# sub16_serial_flat

### Power grid, sub16_serial_flat

Scale bar: 20 um. Pins as bars on the die edge. Tap cells in gray.
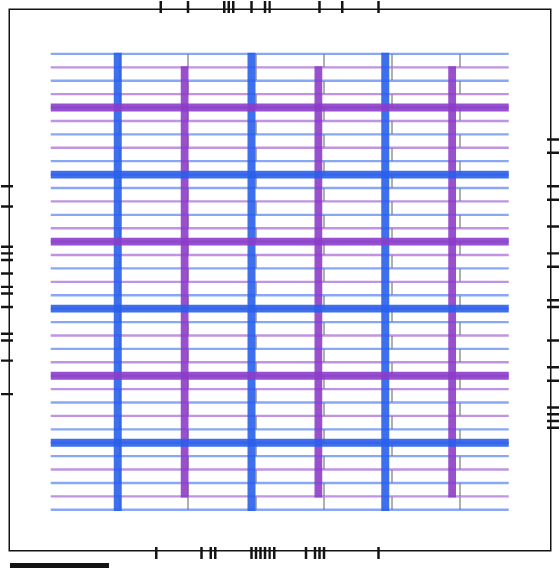
### Placed cells, one color a class, sub16_serial_flat

Scale bar: 20 um.
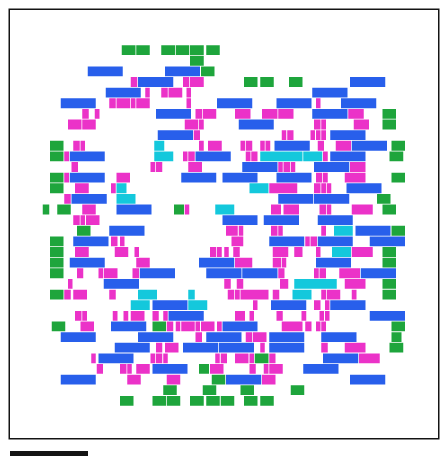
===== src/rtl/sub16_serial_pkg.sv =====
// Shared types and sizing for the bit-serial 16-bit subtractor.
// Optional result flags are enabled with SUB16_FLAGS_EN.
package sub16_serial_pkg;

  localparam int WIDTH = 16;
  localparam int CNT_W = $clog2(WIDTH);

  typedef enum logic [1:0] {
    IDLE,
    RUN,
    DONE
  } state_e;

endpackage


===== src/rtl/sub16_serial_if.sv =====
// Start/done bundle for sub16_serial.
// Flag signals exist only when SUB16_FLAGS_EN is defined.
interface sub16_serial_if;
  import sub16_serial_pkg::*;

  logic             start;
  logic [WIDTH-1:0] a;
  logic [WIDTH-1:0] b;
  logic             borrow_in;
  logic             busy;
  logic             done;
  logic [WIDTH-1:0] diff;
  logic             borrow_out;
`ifdef SUB16_FLAGS_EN
  logic             zero;
  logic             negative;
  logic             overflow;

  modport master (
    output start, a, b, borrow_in,
    input  busy, done, diff, borrow_out,
    input  zero, negative, overflow
  );

  modport slave (
    input  start, a, b, borrow_in,
    output busy, done, diff, borrow_out,
    output zero, negative, overflow
  );
`else
  modport master (
    output start, a, b, borrow_in,
    input  busy, done, diff, borrow_out
  );

  modport slave (
    input  start, a, b, borrow_in,
    output busy, done, diff, borrow_out
  );
`endif

endinterface


===== src/rtl/sub16_serial_fulladder.sv =====
// Single-bit full adder used as the serial stage.
module fulladder (
  input  logic a,
  input  logic b,
  input  logic ci,
  output logic s,
  output logic co
);

  assign s  = a ^ b ^ ci;
  assign co = (a & b) | (ci & (a ^ b));

endmodule


===== src/rtl/sub16_serial.sv =====
// Bit-serial a - b - borrow_in, one bit per cycle, LSB first.
// Define SUB16_FLAGS_EN to add zero/negative/overflow flags.
module sub16_serial
  import sub16_serial_pkg::*;
(
  input  logic        clk,
  input  logic        rst_n,
  sub16_serial_if.slave bus
);

  state_e           state_q, state_d;
  logic [CNT_W-1:0] cnt_q, cnt_d;
  logic [WIDTH-1:0] a_sh_q, a_sh_d;
  logic [WIDTH-1:0] b_sh_q, b_sh_d;
  logic [WIDTH-1:0] dsh_q, dsh_d;
  logic [WIDTH-1:0] diff_q, diff_d;
  logic             c_q, c_d;
  logic             bout_q, bout_d;
`ifdef SUB16_FLAGS_EN
  logic             zero_q, zero_d;
  logic             neg_q, neg_d;
  logic             ovf_q, ovf_d;
`endif

  logic             s, co, nb;
  logic             accept, last;
  logic [WIDTH-1:0] dsh_nx;

  assign nb = ~b_sh_q[0];

  fulladder u_fa (
    .a  (a_sh_q[0]),
    .b  (nb),
    .ci (c_q),
    .s  (s),
    .co (co)
  );

  assign accept = bus.start && (state_q != RUN);
  assign last   = (state_q == RUN) &&
                  (cnt_q == CNT_W'(WIDTH - 1));
  assign dsh_nx = {s, dsh_q[WIDTH-1:1]};

  always_comb begin
    state_d = state_q;
    cnt_d   = cnt_q;
    a_sh_d  = a_sh_q;
    b_sh_d  = b_sh_q;
    dsh_d   = dsh_q;
    diff_d  = diff_q;
    c_d     = c_q;
    bout_d  = bout_q;
`ifdef SUB16_FLAGS_EN
    zero_d  = zero_q;
    neg_d   = neg_q;
    ovf_d   = ovf_q;
`endif

    unique case (state_q)
      IDLE:    if (accept) state_d = RUN;
      RUN:     if (last) state_d = DONE;
      DONE:    state_d = accept ? RUN : IDLE;
      default: state_d = IDLE;
    endcase

    if (accept) begin
      a_sh_d = bus.a;
      b_sh_d = bus.b;
      c_d    = ~bus.borrow_in;
      cnt_d  = '0;
      dsh_d  = '0;
    end else if (state_q == RUN) begin
      dsh_d  = dsh_nx;
      a_sh_d = a_sh_q >> 1;
      b_sh_d = b_sh_q >> 1;
      c_d    = co;
      cnt_d  = cnt_q + 1'b1;
      // Published result only moves on the final bit
      if (last) begin
        diff_d = dsh_nx;
        bout_d = ~co;
`ifdef SUB16_FLAGS_EN
        zero_d = (dsh_nx == '0);
        neg_d  = s;
        ovf_d  = c_q ^ co;
`endif
      end
    end
  end

  always_ff @(posedge clk or negedge rst_n) begin
    if (!rst_n) begin
      state_q <= IDLE;
      cnt_q   <= '0;
      a_sh_q  <= '0;
      b_sh_q  <= '0;
      dsh_q   <= '0;
      diff_q  <= '0;
      c_q     <= 1'b0;
      bout_q  <= 1'b0;
`ifdef SUB16_FLAGS_EN
      zero_q  <= 1'b0;
      neg_q   <= 1'b0;
      ovf_q   <= 1'b0;
`endif
    end else begin
      state_q <= state_d;
      cnt_q   <= cnt_d;
      a_sh_q  <= a_sh_d;
      b_sh_q  <= b_sh_d;
      dsh_q   <= dsh_d;
      diff_q  <= diff_d;
      c_q     <= c_d;
      bout_q  <= bout_d;
`ifdef SUB16_FLAGS_EN
      zero_q  <= zero_d;
      neg_q   <= neg_d;
      ovf_q   <= ovf_d;
`endif
    end
  end

  assign bus.busy       = (state_q == RUN);
  assign bus.done       = (state_q == DONE);
  assign bus.diff       = diff_q;
  assign bus.borrow_out = bout_q;
`ifdef SUB16_FLAGS_EN
  assign bus.zero       = zero_q;
  assign bus.negative   = neg_q;
  assign bus.overflow   = ovf_q;
`endif

endmodule

===== src/flat_wrapper.sv =====
// flat-port wrapper written by rule: the top's interface ports become plain ports
module sub16_serial_flat import sub16_serial_pkg::*;
  (clk, rst_n, bus_start, bus_a, bus_b, bus_borrow_in, bus_busy, bus_done, bus_diff, bus_borrow_out);
  sub16_serial_if bus_i ();
  input  logic clk;
  input  logic rst_n;
  input wire logic [$bits(bus_i.start)-1:0] bus_start;
  input wire logic [$bits(bus_i.a)-1:0] bus_a;
  input wire logic [$bits(bus_i.b)-1:0] bus_b;
  input wire logic [$bits(bus_i.borrow_in)-1:0] bus_borrow_in;
  output wire logic [$bits(bus_i.busy)-1:0] bus_busy;
  output wire logic [$bits(bus_i.done)-1:0] bus_done;
  output wire logic [$bits(bus_i.diff)-1:0] bus_diff;
  output wire logic [$bits(bus_i.borrow_out)-1:0] bus_borrow_out;
  assign bus_i.start = bus_start;
  assign bus_i.a = bus_a;
  assign bus_i.b = bus_b;
  assign bus_i.borrow_in = bus_borrow_in;
  assign bus_busy = bus_i.busy;
  assign bus_done = bus_i.done;
  assign bus_diff = bus_i.diff;
  assign bus_borrow_out = bus_i.borrow_out;
  sub16_serial u_core (.clk(clk), .rst_n(rst_n), .bus(bus_i));
endmodule

===== config.mk =====
export PLATFORM = sky130hd
export DESIGN_NAME = sub16_serial_flat
export DESIGN_NICKNAME = d
export VERILOG_FILES = /design/src/rtl/sub16_serial_pkg.sv /design/src/rtl/sub16_serial_if.sv /design/src/rtl/sub16_serial_fulladder.sv /design/src/rtl/sub16_serial.sv /design/src/flat_wrapper.sv
export SDC_FILE = /design/constraint.sdc
export NUM_CORES = 1
export LEC_CHECK = 0
export CORE_MARGIN = 8
export CORE_UTILIZATION = 35
export CTS_CLUSTER_SIZE = 14
export DETAILED_ROUTE_END_ITERATION = 10
export HOLD_SLACK_MARGIN = 0.05
export PLACE_DENSITY = 0.62
export SYNTH_ARGS = -nofsm -noshare
export SYNTH_HDL_FRONTEND = slang
export SYNTH_SLANG_ARGS = --single-unit

===== constraint.sdc =====
create_clock -name clk -period 4.1 [get_ports clk]
set_input_delay 1.23 -clock clk [delete_from_list [all_inputs] [get_ports clk]]
set_output_delay 1.23 -clock clk [all_outputs]
set_load 0.05 [all_outputs]

==> results.py <==
# Synthesis and PnR figures
metrics = {
    "detailed_routing": {
        "drcViolationCount": 0,
        "wirelength_mm": 6.08,
    },
    "synthesis": {
        "yosys_warnings": 0,
        "ys_seq_share_pct": 58.0,
        "logic_family": "multiplexers",
        "edf_count": 0,
    },
    "clock_tree": {
        "postCtsSetupRepairBufs": 0,
        "clkSlewWorstSetupHoldPaths_ps": 70,
    },
    "worst_setup_path": {
        "startpoint_type": "register",
        "path_class": "register to output pin",
    },
    "power": {
        "peakVddDrop_mv": 0.263,
    },
    "run_status": {
        "outcome": "complete, no violations",
    },
    "place": {
        "io_buffers": 54,
    },
    "global_route": {
        "grt_pass1_vias": 2121,
    },
    "final_timing": {
        "finClkSkew_ps": 6.69,
    },
    "final_layout": {
        "lay_top_cells": "dfrtp_1, nand2_1, clkdlybuf4s50_1",
    },
    "floorplan": {
        "core_sq_um": 8590,
    },
}
About 'Power grid' of sub16_serial_flat:
| net | color |
|---|---|
| VSS | blue |
| VDD | purple |
signal pins: 55
tap cells: 108

About 'Placed cells, one color a class' of sub16_serial_flat:
| class | color | cells |
|---|---|---|
| flops | blue | 71 |
| clock drivers and dummy loads | cyan | 16 |
| combinational and other logic | magenta | 184 |
| other buffers and delay cells | green | 56 |

[routing by layer]
layer / vias to the layer above / track usage [%] / part of all wire [%]
met5: - / 0 / 0
met4: 0 / 4.05 / 1.2
met3: 6 / 4.28 / 5.1
met2: 41 / 17.4 / 46
met1: 975 / 14.1 / 47
li1: 1016 / - / -
[cell type report]
cell class / instances / area [sq um] / area share [%]
clock inverters: 5 / 80.1 / 2.06
repair buffers: 56 / 548 / 14.1
flip-flops and latches: 71 / 1780 / 45.8
clock buffers: 11 / 151 / 3.90
inverters: 5 / 18.8 / 0.484
multi-input cells: 179 / 1170 / 30.1
well taps: 108 / 135 / 3.48
[tightest hold or removal path, cell delays in order (launching register included)]
cell and delay, ps:
dfrtp_1 340, nand2_1 40, o21ai_0 60
[cell families after synthesis]
logic type,Yosys count
AOI/OAI and AO/OA,54
DFF,71
and+or+nand+nor,73
buffers and inverters,21
xor gates and xnor gates,1
muxes,49
adders and majority gates,2
[report_power, final]
part / leakage [uW] / switching [uW] / internal, uW
registers: 0.000906 / 177 / 992
clock network: 0.000112 / 256 / 375
logic: 0.000733 / 631 / 394
total: 0.00175 / 1060 / 1760

# reg_file

## src/rtl/reg_file_pkg.sv

```systemverilog
// Shared constants and types for the RV32I integer register file.
package reg_file_pkg;

    localparam int XLEN  = 32;
    localparam int NREGS = 32;
    localparam int AW    = $clog2(NREGS);

    typedef logic [XLEN-1:0] word_t;
    typedef logic [AW-1:0]   reg_addr_t;

    localparam reg_addr_t REG_ZERO = '0;

endpackage : reg_file_pkg

```

## src/rtl/reg_file_read_port.sv

```systemverilog
// One combinational read port of the register file: x0 masking plus,
// when REG_FILE_BYPASS_EN is defined, write-through forwarding of the
// word being written this cycle.
module reg_file_read_port
    import reg_file_pkg::*;
(
    input  reg_addr_t addr,
    input  word_t     regs [NREGS],
    input  logic      rst,
    input  logic      we,
    input  reg_addr_t wraddr,
    input  word_t     wrdata,
    output word_t     rdout
);

`ifdef REG_FILE_BYPASS_EN
    logic fwd_hit;

    // Forward only a write that will really land: not during reset, not to x0.
    assign fwd_hit = !rst && we && (wraddr != REG_ZERO) && (addr == wraddr);

    // x0 always reads zero; otherwise the in-flight write wins over storage.
    always_comb begin
        rdout = regs[addr];
        if (addr == REG_ZERO) begin
            rdout = '0;
        end else if (fwd_hit) begin
            rdout = wrdata;
        end
    end
`else
    // Write-port signals only matter for forwarding; gather them so they are
    // visibly consumed in the plain build.
    logic unused_wr_sigs;
    assign unused_wr_sigs = &{1'b0, rst, we, wraddr, wrdata};

    // x0 always reads zero; otherwise a plain storage read (pre-write contents).
    always_comb begin
        rdout = regs[addr];
        if (addr == REG_ZERO) begin
            rdout = '0;
        end
    end
`endif

endmodule : reg_file_read_port

```

## src/rtl/reg_file.sv

```systemverilog
// RV32I integer register file: 32 x 32-bit, two asynchronous read ports,
// one synchronous write port, x0 hardwired to zero.
// Optional feature macro: REG_FILE_BYPASS_EN (same-cycle write forwarding).
module reg_file
    import reg_file_pkg::*;
(
    input  logic             clk,
    input  logic             rst,
    input  logic             we,
    input  logic [AW-1:0]    rs1,
    input  logic [AW-1:0]    rs2,
    input  logic [AW-1:0]    wraddr,
    input  logic [XLEN-1:0]  wrdata,
    output logic [XLEN-1:0]  rdout1,
    output logic [XLEN-1:0]  rdout2
);

    // Read-side view of the whole register set; entry 0 is a constant zero.
    word_t regs_view [NREGS];

    genvar gi;
    generate
        for (gi = 0; gi < NREGS; gi++) begin : g_reg
            if (gi == 0) begin : g_zero
                // x0 has no storage at all.
                assign regs_view[gi] = '0;
            end else begin : g_store
                localparam reg_addr_t IDX = reg_addr_t'(gi);
                word_t q_reg;

                // Clear on reset (reset beats a write), else load on a matching write.
                always_ff @(posedge clk) begin
                    if (rst) begin
                        q_reg <= '0;
                    end else if (we && (wraddr == IDX)) begin
                        q_reg <= wrdata;
                    end
                end

                assign regs_view[gi] = q_reg;
            end
        end
    endgenerate

    reg_file_read_port u_port1 (
        .addr   (rs1),
        .regs   (regs_view),
        .rst    (rst),
        .we     (we),
        .wraddr (wraddr),
        .wrdata (wrdata),
        .rdout  (rdout1)
    );

    reg_file_read_port u_port2 (
        .addr   (rs2),
        .regs   (regs_view),
        .rst    (rst),
        .we     (we),
        .wraddr (wraddr),
        .wrdata (wrdata),
        .rdout  (rdout2)
    );

endmodule : reg_file

```

## config.mk

```make
export PLATFORM = sky130hd
export DESIGN_NAME = reg_file
export DESIGN_NICKNAME = d
export VERILOG_FILES = /design/src/rtl/reg_file_pkg.sv /design/src/rtl/reg_file_read_port.sv /design/src/rtl/reg_file.sv
export SDC_FILE = /design/constraint.sdc
export NUM_CORES = 2
export LEC_CHECK = 0
export ABC_AREA = 0
export CAP_MARGIN = 20
export CORE_MARGIN = 4
export CORE_UTILIZATION = 40
export DETAILED_ROUTE_END_ITERATION = 8
export GPL_TIMING_DRIVEN = 0
export SLEW_MARGIN = 20
export SYNTH_ARGS = -nofsm -noshare
export SYNTH_HDL_FRONTEND = slang
export SYNTH_HIERARCHICAL = 1
export SYNTH_SLANG_ARGS = --single-unit
```

## constraint.sdc

```tcl
create_clock -name clk -period 1.9 [get_ports clk]
set_input_delay 0.285 -clock clk [delete_from_list [all_inputs] [get_ports clk]]
set_output_delay 0.285 -clock clk [all_outputs]
set_load 0.02 [all_outputs]
```

### Power grid, reg_file

Scale bar: 100 um. Pins as bars on the die edge. Tap cells in gray.
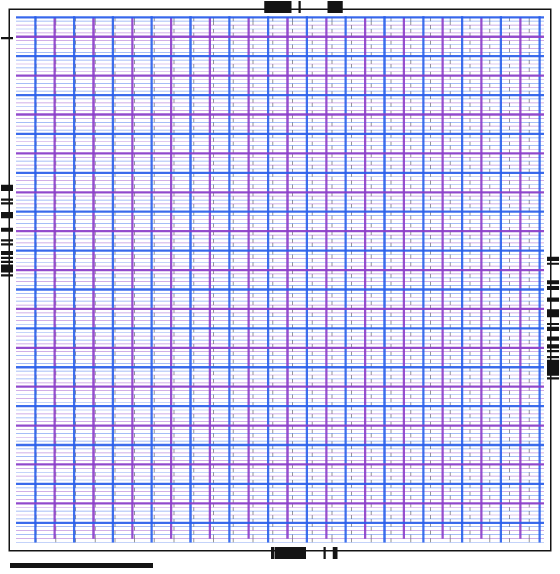
| net | color |
|---|---|
| VSS | blue |
| VDD | purple |
met5 straps: 27
met1 rails: 136

==> results.py <==
# Synthesis and PnR figures
metrics = {
    "worst_setup_path": {
        "reg2reg_from": "g_reg[22].g_store.q_reg[19]",
        "path_class": "input pin to output pin",
        "reg2regPathDepth": 3,
        "path_depth": 8,
    },
    "clock_tree": {
        "htreeDepth": 3,
        "clock-root-buffer": "clkbuf_16",
        "numCtsBuffers": 113,
        "clock_path_buffers": 3,
    },
    "synthesis": {
        "synth_cells": 4694,
        "ys_seq_share_pct": 36.3,
        "mux_share_pct": 40.3,
        "ys_sh_adder_pct": 0,
        "simple_gate_area_share_pct": 13.3,
        "synth_cell_type_count": 34,
        "top_area_cell": "dfxtp_1",
    },
    "final_layout": {
        "largest_reg_flops": 992,
        "lay_top_cells": "mux2i_1, nand2b_1, dfxtp_1",
        "final_common_cell": "mux2i_1",
    },
    "global_route": {
        "grt_max_degree": 16,
        "grt.overflow.total": 0,
    },
    "run_status": {
        "outcome": "finished with violations",
        "failed_checks": "setup timing",
    },
    "final_timing": {
        "setup_ws_ps": -948,
        "finalSetupViolations": 199,
        "fmax_ghz": 0.351,
    },
    "hold_path": {
        "hold_path_end": "g_reg[3].g_store.q_reg[27]",
        "hold_class": "input pin to register",
    },
    "floorplan": {
        "fp.dieH_um": 378,
        "core_sq_um": 136000,
        "die_w_um": 378,
        "initial_core_util_pct": 40.3,
    },
    "place": {
        "placed_cells": 6642,
        "io_buffers": 104,
        "dpl.hpwl_mm": 168,
    },
    "power": {
        "p_total_uw": 50700,
    },
    "detailed_routing": {
        "drtPass1Iterations": 5,
    },
    "flow_run": {
        "warnings": 29,
    },
}
what timing repair did:
item / CTS / global route
endpoints found under the setup margin: 279 / 792
setup buffers: 11 / 3
pin swaps: 134 / 65
gates resized: 1027 / 168
final cells by class:
| class | count | area (sq um) | area share, % |
|---|---|---|---|
| Multi-Input combinational cell | 3245 | 35200 | 53.5 |
| Sequential cell | 992 | 20000 | 30.5 |
| Clock buffer | 172 | 3380 | 5.14 |
| Buffer | 513 | 3330 | 5.06 |
| Tap cell | 1781 | 2230 | 3.39 |
| Timing Repair Buffer | 118 | 1130 | 1.72 |
| Clock inverter | 40 | 495 | 0.753 |
| Antenna cell | 5 | 12.5 | 0.0190 |
| Inverter | 2 | 7.51 | 0.0114 |
tightest hold or removal path: stages:
cell	delay, ps
clkdlybuf4s50_1	400
nand2b_1	130
mux2i_1	90
per-layer routing:
layer,vias to the layer above,track usage [%],wire length [um]
met3,608,8.80,24200
met2,2299,47.0,97900
met5,-,0.755,187
met1,21637,41.1,91900
li1,17674,-,-
met4,8,17.2,14400
power by group:
part / switching [uW] / internal (uW)
sequential: 117 / 21000
combinational: 4150 / 2320
clock: 9580 / 13600

# icache_mem_responder

<file path="src/rtl/icache_mem_responder.sv">
// Memory-side responder for the icache fetch channel: forwards refill requests to the
// shared RAM port, yields to the data side, and returns a safe word on RAM error or timeout.
module icache_mem_responder #(
    parameter int          TIMEOUT  = 64,
    parameter logic [31:0] ERR_WORD = 32'h0000_0000
) (
    input  logic        clk_i,
    input  logic        rst_i,
    input  logic        iREN_i,
    input  logic [31:0] iaddr_i,
    output logic        iwait_o,
    output logic [31:0] iload_o,
    input  logic        dbusy_i,
    output logic        ramREN_o,
    output logic [31:0] ramaddr_o,
    input  logic [31:0] ramload_i,
    input  logic [1:0]  ramstate_i,
    output logic        ierr_o
);

    localparam int             CW      = (TIMEOUT > 1) ? $clog2(TIMEOUT) : 1;
    localparam logic [CW-1:0]  CNT_MAX = CW'(TIMEOUT - 1);

    localparam logic [1:0] RAM_ACCESS = 2'd2;
    localparam logic [1:0] RAM_ERROR  = 2'd3;

    typedef enum logic [1:0] {
        IDLE = 2'd0,
        REQ  = 2'd1,
        RESP = 2'd2
    } state_t;

    state_t         state_q;
    logic [31:0]    addr_q;
    logic [31:0]    iload_q;
    logic [CW-1:0]  cnt_q;
    logic           iwait_q;
    logic           ierr_q;

    logic           addrChange_d;
    logic           ramAccess_d;
    logic           ramFault_d;

    always_comb begin
        addrChange_d = (iaddr_i != addr_q);
        ramAccess_d  = (ramstate_i == RAM_ACCESS);
        ramFault_d   = (ramstate_i == RAM_ERROR) || (cnt_q == CNT_MAX);
    end

    // Priority inside REQ: abort, then redirect, then data, then error/timeout.
    always_ff @(posedge clk_i or posedge rst_i) begin
        if (rst_i) begin
            state_q <= IDLE;
            addr_q  <= '0;
            iload_q <= '0;
            cnt_q   <= '0;
            iwait_q <= 1'b1;
            ierr_q  <= 1'b0;
        end else begin
            case (state_q)
                IDLE: begin
                    iwait_q <= 1'b1;
                    if (iREN_i && !dbusy_i) begin
                        addr_q  <= iaddr_i;
                        cnt_q   <= '0;
                        state_q <= REQ;
                    end
                end
                REQ: begin
                    if (!iREN_i) begin
                        state_q <= IDLE;
                    end else if (addrChange_d) begin
                        addr_q <= iaddr_i;
                        cnt_q  <= '0;
                    end else if (ramAccess_d) begin
                        iload_q <= ramload_i;
                        iwait_q <= 1'b0;
                        state_q <= RESP;
                    end else if (ramFault_d) begin
                        iload_q <= ERR_WORD;
                        ierr_q  <= 1'b1;
                        iwait_q <= 1'b0;
                        state_q <= RESP;
                    end else begin
                        cnt_q <= cnt_q + 1'b1;
                    end
                end
                RESP: begin
                    iwait_q <= 1'b1;
                    state_q <= IDLE;
                end
                default: begin
                    iwait_q <= 1'b1;
                    state_q <= IDLE;
                end
            endcase
        end
    end

    // The data side steals the RAM port within the same cycle, so this gate stays combinational.
    assign ramREN_o  = (state_q == REQ) && !dbusy_i;
    assign ramaddr_o = addr_q;
    assign iwait_o   = iwait_q;
    assign iload_o   = iload_q;
    assign ierr_o    = ierr_q;

endmodule

</file>
<file path="config.mk">
export PLATFORM = sky130hd
export DESIGN_NAME = icache_mem_responder
export DESIGN_NICKNAME = d
export VERILOG_FILES = /design/src/rtl/icache_mem_responder.sv
export SDC_FILE = /design/constraint.sdc
export NUM_CORES = 1
export LEC_CHECK = 0
export CORE_ASPECT_RATIO = 1.2
export CORE_MARGIN = 2
export CORE_UTILIZATION = 49
export CTS_BUF_LIST = sky130_fd_sc_hd__clkbuf_8
export CTS_CLUSTER_DIAMETER = 150
export DETAILED_ROUTE_END_ITERATION = 8
export PLACE_DENSITY = 0.88
export SYNTH_ARGS = -nofsm -noshare
export SYNTH_HDL_FRONTEND = slang
export SYNTH_SLANG_ARGS = --single-unit
</file>
<file path="constraint.sdc">
create_clock -name clk_i -period 7.91 [get_ports clk_i]
set_clock_uncertainty 0.1 [all_clocks]
set_input_delay 1.9775 -clock clk_i [delete_from_list [all_inputs] [get_ports clk_i]]
set_output_delay 1.9775 -clock clk_i [all_outputs]
set_load 0.03 [all_outputs]
</file>
==> results.py <==
# Synthesis and PnR figures
metrics = {
    "run_status": {
        "outcome": "complete, no violations",
    },
    "detailed_routing": {
        "ant_nets": 0,
        "drtIter0Drc": 122,
        "wl_met3_um": 289,
        "wirelength_mm": 8.76,
        "drcViolationCount": 0,
        "drtPass1Iterations": 4,
    },
    "final_timing": {
        "period_needed_ps": 5290,
        "fin_tns_setup_ps": 0,
    },
    "global_route": {
        "grt.overflow.total": 0,
        "antenna_found_initial": 0,
        "grt_max_degree": 75,
    },
    "synthesis": {
        "top_cell": "dfrtp_1",
        "top_cells_by_count": "dfrtp_1, nand2_1, inv_1",
        "avgSynthCellArea_sq_um": 12.0,
        "synth-xor-area-share_pct": 7.71,
        "yosys.area.top_type_share_pct": 50.3,
    },
    "clock_tree": {
        "clkSlewWorstSetupHoldPaths_ps": 70,
        "htreeDepth": 3,
        "cts_hold_buf": 0,
    },
    "floorplan": {
        "fp.dieH_um": 98.3,
    },
    "worst_setup_path": {
        "reg2regPathDepth": 5,
        "path_class": "input pin to output pin",
        "reg2reg_slack_ps": 4950,
        "reg2reg_to": "iload_o[10]",
    },
    "place": {
        "dpl.hpwl_mm": 6.42,
    },
    "power": {
        "leakagePower_uw": 0.00258,
    },
}
worst max-delay path, stage by stage:
cell and delay [ps]:
clkdlybuf4s50_1 440, nor2_1 110, clkdlybuf4s50_1 680
registers in the layout, summed over array words and instances (netlist names):
name       cells
iwait_o        1
state_q        2
cnt_q          6
iload_o       32
ierr_o         1
ramaddr_o     32
metrics by stage:
stage | cell area [sq um] | hold slack (ps) | setup slack, ps
final | 5270 | 395 | 2620
after global routing | 5270 | 419 | 2560
after CTS | 5270 | 392 | 2610
after detailed placement | 5050 | 369 | 2610
after global placement | 5050 | 360 | 2610
after floorplan | 3630 | 371 | 3440
report_power, final:
part / total [uW] / switching, uW / leakage (uW) / internal, uW
logic: 246 / 114 / 0.00168 / 132
clock network: 321 / 143 / 0.000115 / 178
registers: 428 / 25.4 / 0.000789 / 403
total: 995 / 283 / 0.00258 / 713
layout make-up:
class	instances	share of cell area [%]
Sequential cell	74	35.2
Multi-Input combinational cell	182	29.8
Timing Repair Buffer	138	26.1
Inverter	37	2.63
Clock buffer	9	2.35
Tap cell	90	2.14
Clock inverter	7	1.80
per-layer routing:
layer  track usage [%]  vias up
li1                  -     1285
met1              26.6     1347
met2              39.9       78
met3              4.07       18
met4              9.58        0
met5                 0        -
### Power grid, icache_mem_responder

Scale bar: 20 um. Pins as bars on the die edge. Tap cells in gray.
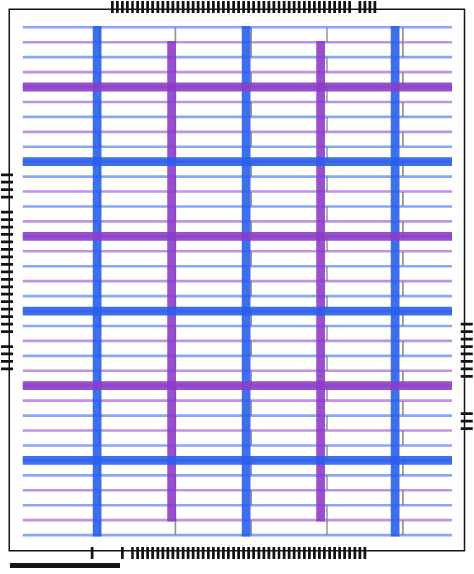
| net | color |
|---|---|
| VDD | purple |
| VSS | blue |
met4 straps: 5
met5 straps: 6
tap cells: 90


# bus_xfer_sequencer_flat

### Power grid, bus_xfer_sequencer_flat

Scale bar: 20 um. Pins as bars on the die edge. Tap cells in gray.
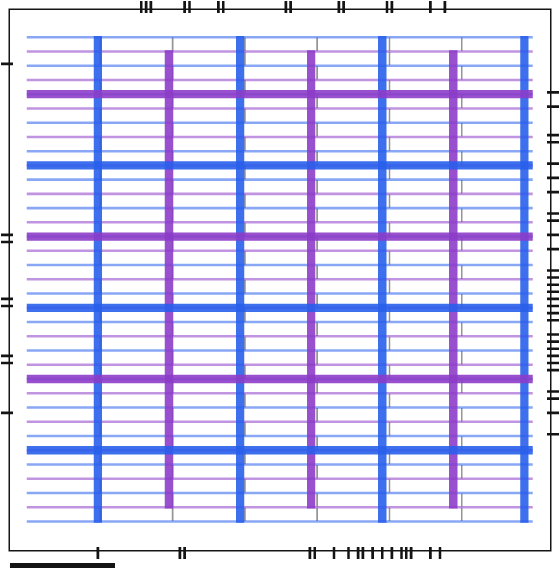
### Placed cells, one color a class, bus_xfer_sequencer_flat

Scale bar: 20 um.
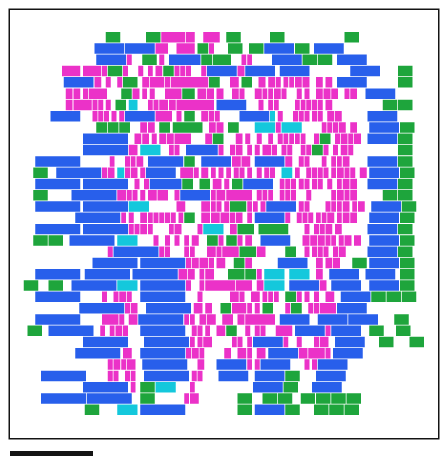
$ cat src/rtl/bus_xfer_sequencer_if.sv
// Request and strobe bundle between the control unit, the transfer sequencer
// and the bus mux / register load enables.
interface bus_xfer_sequencer_if #(
  parameter int unsigned DEPTH = 4,
  parameter int unsigned NSRC  = 24
);
  localparam int unsigned CNTW = $clog2(DEPTH) + 1;

  logic            req_valid;
  logic            req_ready;
  logic [4:0]      req_src;
  logic [4:0]      req_dst;
  logic            mem_ready;
  logic [NSRC-1:0] src_out;
  logic [NSRC-1:0] dst_in;
  logic            xfer_done;
  logic            err_invalid;
  logic            busy;
  logic [CNTW-1:0] count;

  // Control-unit / memory side: issues requests, reports MDR readiness.
  modport master (
    output req_valid, req_src, req_dst, mem_ready,
    input  req_ready, src_out, dst_in, xfer_done, err_invalid, busy, count
  );

  // Sequencer side.
  modport slave (
    input  req_valid, req_src, req_dst, mem_ready,
    output req_ready, src_out, dst_in, xfer_done, err_invalid, busy, count
  );
endinterface

$ cat src/rtl/bus_xfer_sequencer.sv
// Queues (source, destination) transfer requests and turns each into one-hot
// bus-source and register-load strobes, stalling MDR reads until memory is ready.
module bus_xfer_sequencer #(
  parameter int unsigned DEPTH    = 4,
  parameter int unsigned NSRC     = 24,
  parameter int unsigned MDR_CODE = 21
) (
  input  logic                 clk,
  input  logic                 clr,
  bus_xfer_sequencer_if.slave  bus
);
  localparam int unsigned CW   = 5;
  localparam int unsigned PW   = $clog2(DEPTH);
  localparam int unsigned CNTW = PW + 1;

  typedef struct packed {
    logic [CW-1:0] src;
    logic [CW-1:0] dst;
  } xfer_t;

  typedef enum logic [1:0] {
    IDLE     = 2'd0,
    DRIVE    = 2'd1,
    WAIT_MEM = 2'd2
  } state_t;

  state_t          state;
  xfer_t           mem [DEPTH];
  logic [PW-1:0]   rd_ptr;
  logic [PW-1:0]   wr_ptr;
  logic [CNTW-1:0] cnt;
  logic [CNTW-1:0] cnt_nxt;
  logic [CW-1:0]   pend_dst;
  logic            push;
  logic            pop;
  xfer_t           head;
  logic            head_invalid;
  logic            head_stall;

  function automatic logic [NSRC-1:0] onehot(input logic [CW-1:0] code);
    logic [NSRC-1:0] v;
    v = '0;
    for (int unsigned i = 0; i < NSRC; i++) begin
      v[i] = (code == CW'(i));
    end
    return v;
  endfunction

  // Handshake, head decode and next occupancy.
  always_comb begin
    push         = bus.req_valid && bus.req_ready;
    pop          = (state != WAIT_MEM) && (cnt != '0);
    head         = mem[rd_ptr];
    head_invalid = (32'(head.src) >= NSRC) || (32'(head.dst) >= NSRC);
    head_stall   = (head.src == CW'(MDR_CODE)) && !bus.mem_ready;
    cnt_nxt      = cnt;
    if (push && !pop) begin
      cnt_nxt = cnt + CNTW'(1);
    end else if (!push && pop) begin
      cnt_nxt = cnt - CNTW'(1);
    end
  end

  assign bus.count = cnt;

  // Circular FIFO pointers and occupancy; ready is registered from next occupancy.
  always_ff @(posedge clk) begin
    if (!clr) begin
      rd_ptr        <= '0;
      wr_ptr        <= '0;
      cnt           <= '0;
      bus.req_ready <= 1'b1;
    end else begin
      if (push) begin
        wr_ptr <= wr_ptr + PW'(1);
      end
      if (pop) begin
        rd_ptr <= rd_ptr + PW'(1);
      end
      cnt           <= cnt_nxt;
      bus.req_ready <= (cnt_nxt != CNTW'(DEPTH));
    end
  end

  // FIFO storage; contents need no reset since occupancy gates every read.
  always_ff @(posedge clk) begin
    if (clr && push) begin
      mem[wr_ptr] <= '{src: bus.req_src, dst: bus.req_dst};
    end
  end

  // Transfer FSM with registered strobes.
  always_ff @(posedge clk) begin
    if (!clr) begin
      state           <= IDLE;
      pend_dst        <= '0;
      bus.src_out     <= '0;
      bus.dst_in      <= '0;
      bus.xfer_done   <= 1'b0;
      bus.err_invalid <= 1'b0;
      bus.busy        <= 1'b0;
    end else begin
      bus.src_out     <= '0;
      bus.dst_in      <= '0;
      bus.xfer_done   <= 1'b0;
      bus.err_invalid <= 1'b0;
      // The engine stays non-idle next cycle whenever it pops or is parked on memory.
      bus.busy        <= pop || (state == WAIT_MEM) || (cnt_nxt != '0);

      case (state)
        IDLE, DRIVE: begin
          if (pop) begin
            if (head_invalid) begin
              state           <= DRIVE;
              bus.err_invalid <= 1'b1;
            end else if (head_stall) begin
              state       <= WAIT_MEM;
              pend_dst    <= head.dst;
              bus.src_out <= onehot(head.src);
            end else begin
              state         <= DRIVE;
              bus.src_out   <= onehot(head.src);
              bus.dst_in    <= onehot(head.dst);
              bus.xfer_done <= 1'b1;
            end
          end else begin
            state <= IDLE;
          end
        end

        WAIT_MEM: begin
          bus.src_out <= onehot(CW'(MDR_CODE));
          if (bus.mem_ready) begin
            state         <= DRIVE;
            bus.dst_in    <= onehot(pend_dst);
            bus.xfer_done <= 1'b1;
          end
        end

        default: begin
          state <= IDLE;
        end
      endcase
    end
  end
endmodule

$ cat src/flat_wrapper.sv
// flat-port wrapper written by rule: the top's interface ports become plain ports
module bus_xfer_sequencer_flat 
#(
  parameter int unsigned DEPTH    = 4,
  parameter int unsigned NSRC     = 24,
  parameter int unsigned MDR_CODE = 21
)
  (clk, clr, bus_req_valid, bus_req_src, bus_req_dst, bus_mem_ready, bus_req_ready, bus_src_out, bus_dst_in, bus_xfer_done, bus_err_invalid, bus_busy, bus_count);
  bus_xfer_sequencer_if #(.DEPTH(DEPTH), .NSRC(NSRC)) bus_i ();
  input  logic clk;
  input  logic clr;
  input wire logic [$bits(bus_i.req_valid)-1:0] bus_req_valid;
  input wire logic [$bits(bus_i.req_src)-1:0] bus_req_src;
  input wire logic [$bits(bus_i.req_dst)-1:0] bus_req_dst;
  input wire logic [$bits(bus_i.mem_ready)-1:0] bus_mem_ready;
  output wire logic [$bits(bus_i.req_ready)-1:0] bus_req_ready;
  output wire logic [$bits(bus_i.src_out)-1:0] bus_src_out;
  output wire logic [$bits(bus_i.dst_in)-1:0] bus_dst_in;
  output wire logic [$bits(bus_i.xfer_done)-1:0] bus_xfer_done;
  output wire logic [$bits(bus_i.err_invalid)-1:0] bus_err_invalid;
  output wire logic [$bits(bus_i.busy)-1:0] bus_busy;
  output wire logic [$bits(bus_i.count)-1:0] bus_count;
  assign bus_i.req_valid = bus_req_valid;
  assign bus_i.req_src = bus_req_src;
  assign bus_i.req_dst = bus_req_dst;
  assign bus_i.mem_ready = bus_mem_ready;
  assign bus_req_ready = bus_i.req_ready;
  assign bus_src_out = bus_i.src_out;
  assign bus_dst_in = bus_i.dst_in;
  assign bus_xfer_done = bus_i.xfer_done;
  assign bus_err_invalid = bus_i.err_invalid;
  assign bus_busy = bus_i.busy;
  assign bus_count = bus_i.count;
  bus_xfer_sequencer #(.DEPTH(DEPTH), .NSRC(NSRC), .MDR_CODE(MDR_CODE)) u_core (.clk(clk), .clr(clr), .bus(bus_i));
endmodule
$ cat config.mk
export PLATFORM = sky130hd
export DESIGN_NAME = bus_xfer_sequencer_flat
export DESIGN_NICKNAME = d
export VERILOG_FILES = /design/src/rtl/bus_xfer_sequencer_if.sv /design/src/rtl/bus_xfer_sequencer.sv /design/src/flat_wrapper.sv
export SDC_FILE = /design/constraint.sdc
export NUM_CORES = 1
export LEC_CHECK = 0
export ABC_AREA = 1
export CAP_MARGIN = 20
export CORE_MARGIN = 3
export CORE_UTILIZATION = 48
export DETAILED_ROUTE_END_ITERATION = 12
export MAX_ROUTING_LAYER = met4
export PLACE_DENSITY = 0.75
export SETUP_SLACK_MARGIN = 0.02
export SLEW_MARGIN = 20
export SYNTH_ARGS = -nofsm -noshare
export SYNTH_HDL_FRONTEND = slang
export SYNTH_SLANG_ARGS = --single-unit
$ cat constraint.sdc
create_clock -name clk -period 1.91 [get_ports clk]
set_clock_uncertainty 0.15 [all_clocks]
set_input_delay 0.382 -clock clk [delete_from_list [all_inputs] [get_ports clk]]
set_output_delay 0.382 -clock clk [all_outputs]
set_load 0.01 [all_outputs]
==> results.py <==
# Synthesis and PnR figures
metrics = {
    "detailed_routing": {
        "viasPerCell": 4.98,
        "ant_nets": 0,
        "wl_met2_mm": 4.68,
        "drtPass1Iterations": 5,
        "num_vias": 3773,
    },
    "synthesis": {
        "ys_area_sq_um": 4530,
        "top_area_cell": "dfxtp_1",
        "synth_cell_type_count": 26,
        "syn_area_sq_um": 4530,
        "yosys_warnings": 0,
        "top_cell": "nand2_1",
        "edf_count": 40,
    },
    "final_timing": {
        "period_needed_ps": 1820,
        "fin_tns_setup_ps": 0,
        "tightest_slew_ps": 312,
        "setup_ws_ps": 88.5,
        "holdWs_ps": 374,
        "slew_viol_final": 0,
        "hold_viol_final": 0,
        "relSlewSlack_pct": 79.2,
    },
    "power": {
        "switching_share_pct": 39.5,
        "p_int_uw": 4570,
        "clkPwrFrac_pct": 17.0,
        "seq_cell_power_uw": 2720,
    },
    "place": {
        "dpl.hpwl_mm": 7.18,
        "dpl_worst_slack_ps": -100,
    },
    "global_route": {
        "use_met1_pct": 24.1,
        "grt_pass1_vias": 3477,
        "met3_usage_pct": 2.98,
    },
    "worst_setup_path": {
        "path_depth": 11,
        "path_cells": "inv_1 > ha_4 > ha_4 > nor2_4 > inv_2 > nor2_4 > buf_6 > nand2_8 > nor2_8 > nand2_2 > nor2_1",
        "slowest_stage": "dfxtp_2",
        "startpoint": "u_core.bus.count[1]",
    },
    "run_status": {
        "outcome": "complete, no violations",
    },
    "floorplan": {
        "ios": 69,
        "die_area_sq_um": 10600,
    },
    "final_layout": {
        "fin_area_sq_um": 5940,
        "largest_reg_flops": 40,
    },
    "clock_tree": {
        "postCtsSetupRepairBufs": 0,
        "clock_path_buffers": 2,
    },
    "flow_run": {
        "warnings": 31,
    },
    "hold_path": {
        "hp-start": "u_core.rd_ptr[0]",
    },
}
About 'Power grid' of bus_xfer_sequencer_flat:
| net | color |
|---|---|
| VDD | purple |
| VSS | blue |
tap cells: 108
met5 straps: 6

About 'Placed cells, one color a class' of bus_xfer_sequencer_flat:
| class | color | cells |
|---|---|---|
| other buffers and delay cells | green | 105 |
| clock drivers and dummy loads | cyan | 16 |
| flops | blue | 108 |
| combinational and other logic | magenta | 421 |

## cell families (layout without fill, tap and decap cells)
kind of cell / count (synthesis) / after routing / synth area share (%)
flops: 108 / 108 / 56.6
xor+xnor: 2 / 2 / 0.387
buf+inv: 69 / 174 / 6.41
compound gates: 42 / 42 / 4.67
fa+ha+maj: 7 / 7 / 1.93
simple gates: 317 / 317 / 30.0
## area by class of cell
type                    instances  area share (%)
flip-flops and latches        108            43.3
multi-input cells             368            30.9
repair buffers                105            16.8
inverters                      53            3.52
clock buffers                  13            2.85
well taps                     108            2.28
clock inverters                 3           0.316
## cell usage in the layout, fill, tap and decap left out, drive strengths merged
| master | instances |
|---|---|
| xnor2 | 1 |
| clkdlybuf4s50 | 66 |
| nor3b | 2 |
| o21ai | 7 |
| nand4 | 6 |
| clkinvlp | 1 |
| xor2 | 1 |
| dlygate4sd2 | 1 |
| dfxtp | 68 |
| clkbuf | 13 |
| a21oi | 34 |
| nand3 | 52 |
| nor3 | 5 |
| nand2 | 163 |
| edfxtp | 40 |
| clkinv | 2 |
| dlymetal6s2s | 1 |
| nor2 | 89 |
| ha | 7 |
| o22ai | 1 |
| buf | 37 |
| inv | 53 |

# frame_buffer

### Signal wires by layer, frame_buffer

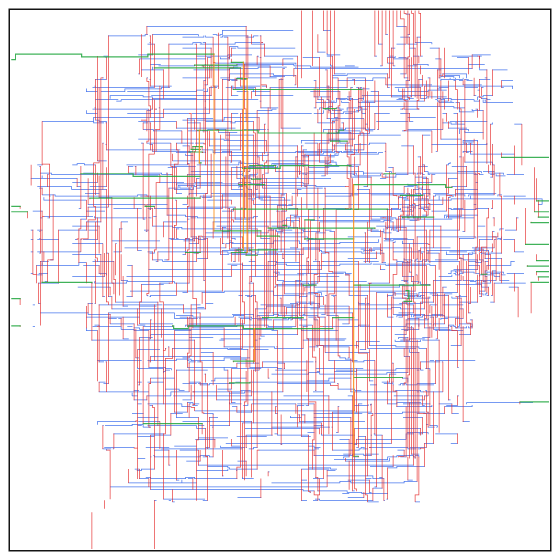
### config.mk
export PLATFORM = sky130hd
export DESIGN_NAME = frame_buffer
export DESIGN_NICKNAME = d
export VERILOG_FILES = /design/src/rtl/frame_buffer.sv
export SDC_FILE = /design/constraint.sdc
export NUM_CORES = 1
export LEC_CHECK = 0
export CORE_MARGIN = 2
export CORE_UTILIZATION = 40
export CTS_CLUSTER_SIZE = 16
export DETAILED_ROUTE_END_ITERATION = 7
export PLACE_DENSITY = 0.6
export SLEW_MARGIN = 10
export SYNTH_ARGS = -nofsm -noshare
export SYNTH_HDL_FRONTEND = slang
export SYNTH_SLANG_ARGS = --single-unit
export TNS_END_PERCENT = 5
### constraint.sdc
create_clock -name clk -period 2.49 [get_ports clk]
set_clock_uncertainty 0.1 [all_clocks]
set_input_delay 0.249 -clock clk [delete_from_list [all_inputs] [get_ports clk]]
set_output_delay 0.249 -clock clk [all_outputs]
set_load 0.05 [all_outputs]
### src/rtl/frame_buffer.sv
`default_nettype none
`timescale 1ns/1ps
// ============================================================================
// Module   : frame_buffer
// Purpose  : Double-buffered LED byte store between host byte stream and strip
//            driver; define FRAME_BUFFER_BRIGHTNESS_EN for brightness scaling.
// Revision : 1.0
// ============================================================================
module frame_buffer #(
  parameter int MAX_LEDS      = 3,
  parameter int NUM_CHANNELS  = 3,
  parameter int DEPTH         = MAX_LEDS * NUM_CHANNELS,
  parameter int ADDRESS_WIDTH = 13,
  parameter int BASE_ADDRESS  = 0
) (
  input  logic                     clk,
  input  logic                     rst,
  input  logic                     wr_valid,
  output logic                     wr_ready,
  input  logic [7:0]               wr_data,
  input  logic                     wr_last,
  input  logic                     mem_req,
  input  logic [ADDRESS_WIDTH-1:0] mem_addr,
  output logic                     mem_rdy,
  output logic [7:0]               mem_data,
  output logic                     frame_pending,
`ifdef FRAME_BUFFER_BRIGHTNESS_EN
  input  logic [7:0]               brightness,
`endif
  output logic                     overflow
);

  localparam int PTR_W = $clog2(DEPTH + 1);

  typedef enum logic [1:0] {
    IDLE    = 2'd0,
    LOOKUP  = 2'd1,
    SCALE   = 2'd2,
    RESPOND = 2'd3
  } state_t;

  state_t                   state;
  logic                     front;
  logic [PTR_W-1:0]         wr_ptr;
  logic [PTR_W-1:0]         idx;
  logic                     idx_ok;
  logic [7:0]               result;
  logic [7:0]               bank0 [DEPTH];
  logic [7:0]               bank1 [DEPTH];

  logic                     accept;
  logic                     in_space;
  logic [ADDRESS_WIDTH-1:0] offset;
  logic                     addr_ok;
  logic                     swap;

  assign wr_ready = ~frame_pending;
  assign accept   = wr_valid & wr_ready;
  assign in_space = (wr_ptr < PTR_W'(DEPTH));
  assign offset   = mem_addr - ADDRESS_WIDTH'(BASE_ADDRESS);
  assign addr_ok  = (mem_addr >= ADDRESS_WIDTH'(BASE_ADDRESS)) &&
                    (offset < ADDRESS_WIDTH'(DEPTH));
  // A frame restart (request for byte 0) is the only point where banks may swap.
  assign swap     = (state == IDLE) && mem_req && addr_ok &&
                    (offset == '0) && frame_pending;

  // Write side: fills the back bank and commits on wr_last.
  always_ff @(posedge clk) begin
    if (rst) begin
      wr_ptr        <= '0;
      frame_pending <= 1'b0;
      overflow      <= 1'b0;
    end else begin
      overflow <= accept && !in_space;
      if (accept) begin
        if (wr_last)
          wr_ptr <= '0;
        else if (in_space)
          wr_ptr <= wr_ptr + PTR_W'(1);
      end
      if (accept && wr_last)
        frame_pending <= 1'b1;
      else if (swap)
        frame_pending <= 1'b0;
    end
  end

  // Storage is deliberately left out of reset.
  always_ff @(posedge clk) begin
    if (accept && in_space) begin
      if (front)
        bank0[wr_ptr] <= wr_data;
      else
        bank1[wr_ptr] <= wr_data;
    end
  end

  // Read side: IDLE -> LOOKUP -> (SCALE) -> RESPOND -> IDLE.
  always_ff @(posedge clk) begin
    if (rst) begin
      state    <= IDLE;
      front    <= 1'b0;
      idx      <= '0;
      idx_ok   <= 1'b0;
      result   <= 8'h00;
      mem_rdy  <= 1'b0;
      mem_data <= 8'h00;
    end else begin
      mem_rdy <= 1'b0;
      case (state)
        IDLE: begin
          if (mem_req) begin
            idx    <= offset[PTR_W-1:0];
            idx_ok <= addr_ok;
            state  <= LOOKUP;
            if (swap)
              front <= ~front;
          end
        end
        LOOKUP: begin
          if (!idx_ok)
            result <= 8'h00;
          else if (front)
            result <= bank1[idx];
          else
            result <= bank0[idx];
`ifdef FRAME_BUFFER_BRIGHTNESS_EN
          state <= SCALE;
`else
          state <= RESPOND;
`endif
        end
`ifdef FRAME_BUFFER_BRIGHTNESS_EN
        SCALE: begin
          result <= 8'((({8'h00, result}) * ({8'h00, brightness} + 16'd1)) >> 8);
          state  <= RESPOND;
        end
`endif
        RESPOND: begin
          mem_data <= result;
          mem_rdy  <= 1'b1;
          state    <= IDLE;
        end
        default: state <= IDLE;
      endcase
    end
  end

endmodule
`default_nettype wire

==> results.py <==
# Synthesis and PnR figures
metrics = {
    "run_status": {
        "outcome": "complete, no violations",
    },
    "place": {
        "place_congestion": 0.823,
    },
    "detailed_routing": {
        "ant_nets": 0,
        "num_vias": 3850,
        "wl_per_cell_um": 20.9,
    },
    "final_layout": {
        "comb_share_pct": 21.3,
        "largest_class": "flip-flops and latches",
        "seq_share_pct": 61.4,
        "reg.largest.list": "bank0 x72, bank1 x72",
    },
    "power": {
        "seq_cell_power_uw": 3280,
        "switching_share_pct": 22.2,
        "comb_power_uw": 356,
        "clkPwrFrac_pct": 41.0,
    },
    "synthesis": {
        "synth_cells": 421,
        "synth_cell_type_count": 45,
    },
}
## Picture notes: 'Signal wires by layer' of frame_buffer
| layer | color | wire length |
|---|---|---|
| metal 4 | orange | 219 um |
| metal 3 | green | 641 um |
| metal 2 | red | 7130 um |
| metal 1 | blue | 6910 um |

-- routing by layer --
metal	vias up	global-route usage, %	wire length, um
met1	1950	24.8	6910
met4	0	5.27	218
met2	104	26.0	7130
met3	16	4.90	640
li1	1780	-	-
met5	-	0	0
-- synthesized netlist by cell type, types with 6 or more instances --
cell type  count  area share (%)
nor2b_1        8            0.73
mux4_2        23             7.5
a22oi_1       11             1.2
edfxtp_1     144              63
and2_1        12             1.1
nor2_1        14            0.76
mux2_2         6            0.98
nor3_1         8            0.58
nand2_1       25             1.4
dfxtp_1       35              10
nand3_1       16             1.2
buf_2         11            0.80
a21oi_1       28             2.0
mux2i_1        7             1.0
-- kinds of logic (layout without fill, tap and decap cells) --
kind of cell	Yosys count	in the layout	synth area share (%)
and+or+nand+nor	106	106	7.96
DFF	179	179	73.0
AOI/OAI and AO/OA	70	70	6.64
buffers and inverters	24	96	1.62
adders and majority gates	4	4	0.727
muxes	37	37	9.91
xor gates and xnor gates	1	1	0.127
-- worst max-delay path, delay by kind of cell, from the launching register on --
family,cells,cell delay (ps)
AOI/OAI and AO/OA,2,440
muxes,2,940
DFF,1,490

# xbar_scheduler

## src/rtl/xbar_scheduler.sv

```systemverilog
// Round-robin scheduler for a 4x4 crossbar: arbitrates head-flit requests per output and
// sequences the configuration units (load, commit, drive), holding connections until tail.
module xbar_scheduler #(
  parameter int unsigned CONF_HOLD = 1
) (
  input  logic       clk,
  input  logic       reset_n,
  input  logic [3:0] req,
  input  logic [7:0] req_dest,
  input  logic [3:0] tail_done,
  output logic [3:0] grant,
  output logic [7:0] in_add,
  output logic [3:0] out_sel,
  output logic       load_en,
  output logic       conf_en,
  output logic [3:0] tristate,
  output logic       busy
);

  typedef enum logic [1:0] {StIdle, StArb, StLoad, StConf} state_e;

  state_e          state_q, state_d;
  logic [1:0]      cnt_q, cnt_d;
  logic [3:0][1:0] ptr_q, ptr_d;
  logic [7:0]      in_add_q, in_add_d;
  logic [3:0]      out_sel_q, out_sel_d;
  logic [3:0]      grant_q, grant_d;
  logic [3:0]      tristate_q, tristate_d;

  logic [3:0][3:0] cand;      // cand[j][i]: input i is eligible for output j
  logic [3:0]      win_vld;
  logic [3:0][1:0] win_idx;
  logic [1:0]      scan_idx;
  logic            conf_last;

  assign conf_last = (cnt_q == 2'(CONF_HOLD - 1));

  always_comb begin
    cand = '0;
    for (int j = 0; j < 4; j++) begin
      for (int i = 0; i < 4; i++) begin
        cand[j][i] = req[i] & (req_dest[2*i +: 2] == 2'(j)) & ~grant_q[i] & ~tristate_q[j];
      end
    end
  end

  // Scan from the far end back to ptr so the nearest candidate is the last one written.
  always_comb begin
    win_vld  = '0;
    win_idx  = ptr_q;
    scan_idx = '0;
    for (int j = 0; j < 4; j++) begin
      for (int k = 3; k >= 0; k--) begin
        scan_idx = ptr_q[j] + 2'(k);
        if (cand[j][scan_idx]) begin
          win_vld[j] = 1'b1;
          win_idx[j] = scan_idx;
        end
      end
    end
  end

  always_ff @(posedge clk or negedge reset_n) begin
    if (!reset_n) begin
      state_q <= StIdle;
    end else begin
      state_q <= state_d;
    end
  end

  always_comb begin
    state_d = state_q;
    unique case (state_q)
      StIdle:  if (|win_vld) state_d = StArb;
      StArb:   state_d = (|win_vld) ? StLoad : StIdle;
      StLoad:  state_d = StConf;
      StConf:  if (conf_last) state_d = StIdle;
      default: state_d = StIdle;
    endcase
  end

  always_comb begin
    load_en = (state_q == StLoad);
    conf_en = (state_q == StConf);
    busy    = (state_q != StIdle);
  end

  always_comb begin
    cnt_d      = cnt_q;
    ptr_d      = ptr_q;
    in_add_d   = in_add_q;
    out_sel_d  = out_sel_q;
    grant_d    = grant_q;
    tristate_d = tristate_q;

    // Releases apply in every state; a round never selects an output that is still active.
    for (int j = 0; j < 4; j++) begin
      if (tail_done[j] && tristate_q[j]) begin
        tristate_d[j]                = 1'b0;
        grant_d[in_add_q[2*j +: 2]] = 1'b0;
      end
    end

    if (state_q == StArb) begin
      out_sel_d = win_vld;
      for (int j = 0; j < 4; j++) begin
        if (win_vld[j]) in_add_d[2*j +: 2] = win_idx[j];
      end
    end

    if (state_q == StConf) begin
      if (conf_last) begin
        cnt_d     = '0;
        out_sel_d = '0;
        for (int j = 0; j < 4; j++) begin
          if (out_sel_q[j]) begin
            tristate_d[j]                = 1'b1;
            grant_d[in_add_q[2*j +: 2]] = 1'b1;
            ptr_d[j]                     = in_add_q[2*j +: 2] + 2'd1;
          end
        end
      end else begin
        cnt_d = cnt_q + 2'd1;
      end
    end
  end

  always_ff @(posedge clk or negedge reset_n) begin
    if (!reset_n) begin
      cnt_q      <= '0;
      ptr_q      <= '0;
      in_add_q   <= '0;
      out_sel_q  <= '0;
      grant_q    <= '0;
      tristate_q <= '0;
    end else begin
      cnt_q      <= cnt_d;
      ptr_q      <= ptr_d;
      in_add_q   <= in_add_d;
      out_sel_q  <= out_sel_d;
      grant_q    <= grant_d;
      tristate_q <= tristate_d;
    end
  end

  assign grant    = grant_q;
  assign in_add   = in_add_q;
  assign out_sel  = out_sel_q;
  assign tristate = tristate_q;

endmodule

```

## config.mk

```make
export PLATFORM = sky130hd
export DESIGN_NAME = xbar_scheduler
export DESIGN_NICKNAME = d
export VERILOG_FILES = /design/src/rtl/xbar_scheduler.sv
export SDC_FILE = /design/constraint.sdc
export NUM_CORES = 1
export LEC_CHECK = 0
export CORE_ASPECT_RATIO = 0.8
export CORE_MARGIN = 2
export CORE_UTILIZATION = 44
export CTS_BUF_LIST = sky130_fd_sc_hd__clkbuf_8
export DETAILED_ROUTE_END_ITERATION = 10
export PLACE_DENSITY = 0.71
export SKIP_LAST_GASP = 1
export SLEW_MARGIN = 20
export SYNTH_ARGS = -nofsm -noshare
export SYNTH_HDL_FRONTEND = slang
export SYNTH_SLANG_ARGS = --single-unit
export TNS_END_PERCENT = 5
```

## constraint.sdc

```tcl
create_clock -name clk -period 3.8 [get_ports clk]
set_clock_uncertainty 0.2 [all_clocks]
set_input_delay 0.57 -clock clk [delete_from_list [all_inputs] [get_ports clk]]
set_output_delay 0.57 -clock clk [all_outputs]
set_load 0.1 [all_outputs]
```

### Power grid, xbar_scheduler

Scale bar: 20 um. Pins as bars on the die edge. Tap cells in gray.
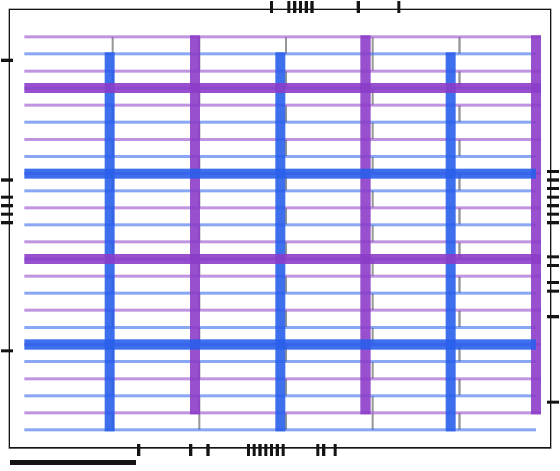
| net | color |
|---|---|
| VDD | purple |
| VSS | blue |
tap cells: 62
met5 straps: 4
signal pins: 41
rows: 23

==> results.py <==
# Synthesis and PnR figures
metrics = {
    "run_status": {
        "outcome": "complete, no violations",
    },
    "worst_setup_path": {
        "required_ps": 3030,
        "critical_path.top_delay_family": "buffers and inverters",
        "arrival_ps": 2160,
        "crit_path_end_kind": "output pin",
    },
    "place": {
        "dpl_worst_slack_ps": 1170,
        "place_area_sq_um": 2820,
    },
    "final_layout": {
        "nNetsFinal": 336,
        "fillers": 467,
        "fin_cells": 362,
        "syn_to_final_growth_pct": 22.6,
        "fin_area_sq_um": 2900,
    },
    "floorplan": {
        "ios": 41,
        "die_area_sq_um": 5980,
    },
    "hold_path": {
        "hold_path_end": "in_add[5]",
    },
    "global_route": {
        "grt_pass1_vias": 2065,
    },
    "detailed_routing": {
        "wirelength_mm": 6.72,
    },
    "power": {
        "switching_share_pct": 55.4,
        "power_density_nw_per_um2": 661,
    },
    "clock_tree": {
        "clock_path_buffers": 2,
        "clk_latency_ps": 300,
        "cts_tree": "built",
    },
    "synthesis": {
        "top_area_cell": "dfrtp_1",
        "ys_seq_share_pct": 33.9,
    },
    "final_timing": {
        "setup_ws_ps": 872,
    },
}
==> final cells by class <==
cell class | instances | share of cell area, %
sequential | 32 | 27.6
tap | 62 | 2.68
clock buffer | 5 | 2.38
clock inverter | 2 | 0.302
inverter | 21 | 2.72
multi-input combinational | 199 | 50.3
timing repair buffer | 41 | 14.0
==> sequential cells by signal (all words and copies together) (netlist names), named ones only <==
name	count
state_q	1
out_sel	4
tristate	4
ptr_q	8
in_add	8
cnt_q	2
grant	4
==> kinds of logic after synthesis <==
family | Yosys count | share of synthesized area [%]
and+or+nand+nor | 101 | 26.9
buffers and inverters | 26 | 4.50
AOI/OAI and AO/OA | 76 | 23.2
muxes | 4 | 1.91
DFF | 32 | 33.9
adders and majority gates | 18 | 9.53
==> how the worst max path moves through the flow <==
stage                           start           to  slack, ps  cells after the start
after floorplan              register      load_en       1290                      2
after global placement    tristate[3]  tristate[3]       1200                      1
after detailed placement  tristate[0]  tristate[0]       1170                      1
after CTS                 tristate[0]  tristate[0]        850                      1
after global routing      tristate[0]  tristate[0]        810                      1
final                     tristate[0]  tristate[0]        870                      1


==> screenshots <==
Signal wires by layer.
panel A
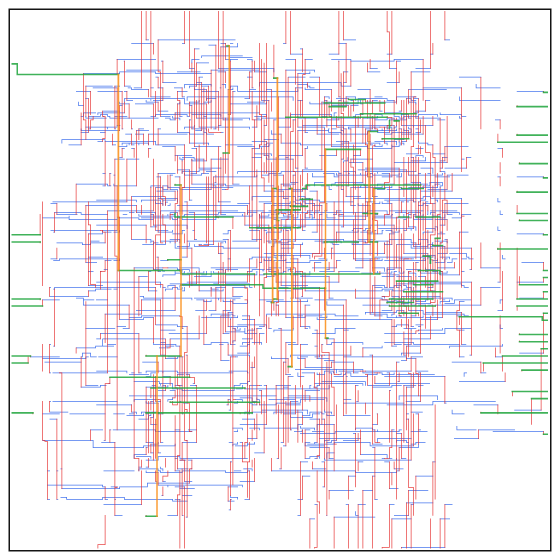
panel B
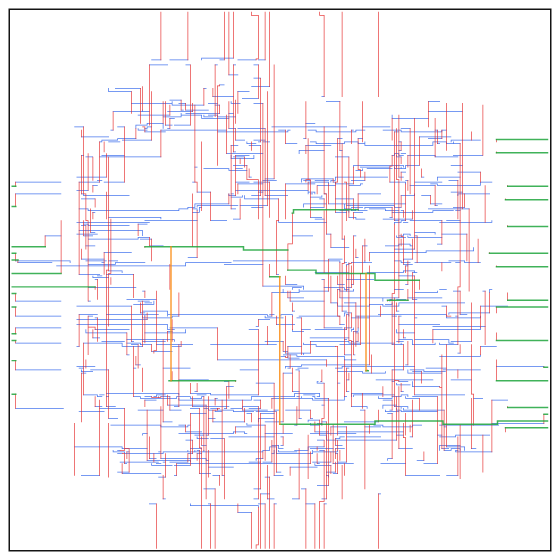
panel C
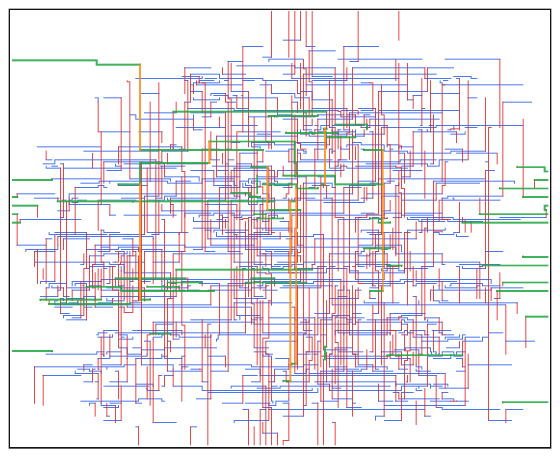
panel D
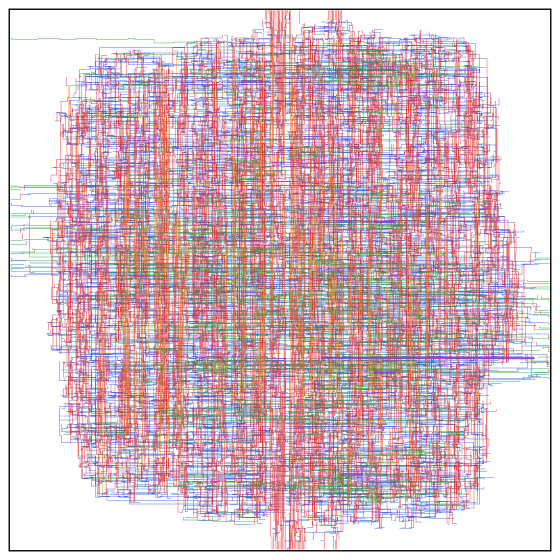
panel E
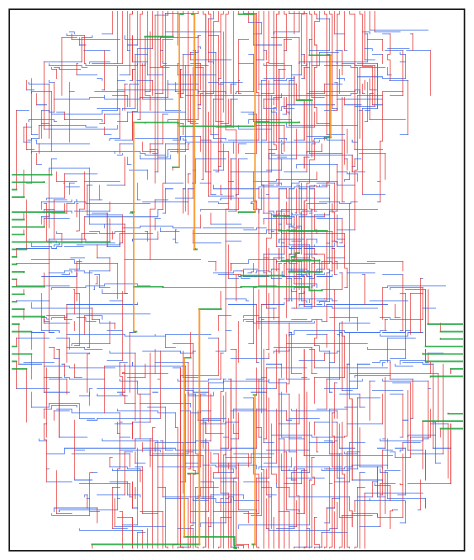
For bus_xfer_sequencer_flat, see panel A.
For reg_file, see panel D.
For xbar_scheduler, see panel C.
For sub16_serial_flat, see panel B.
For icache_mem_responder, see panel E.
Of these, most wire: panel D

Key to panel B:
| layer | color | wire length |
|---|---|---|
| metal 3 | green | 313 um |
| metal 4 | orange | 76.8 um |
| metal 2 | red | 2820 um |
| metal 1 | blue | 2870 um |

Power figures rest on the tool's default switching activity, not on a simulated workload.
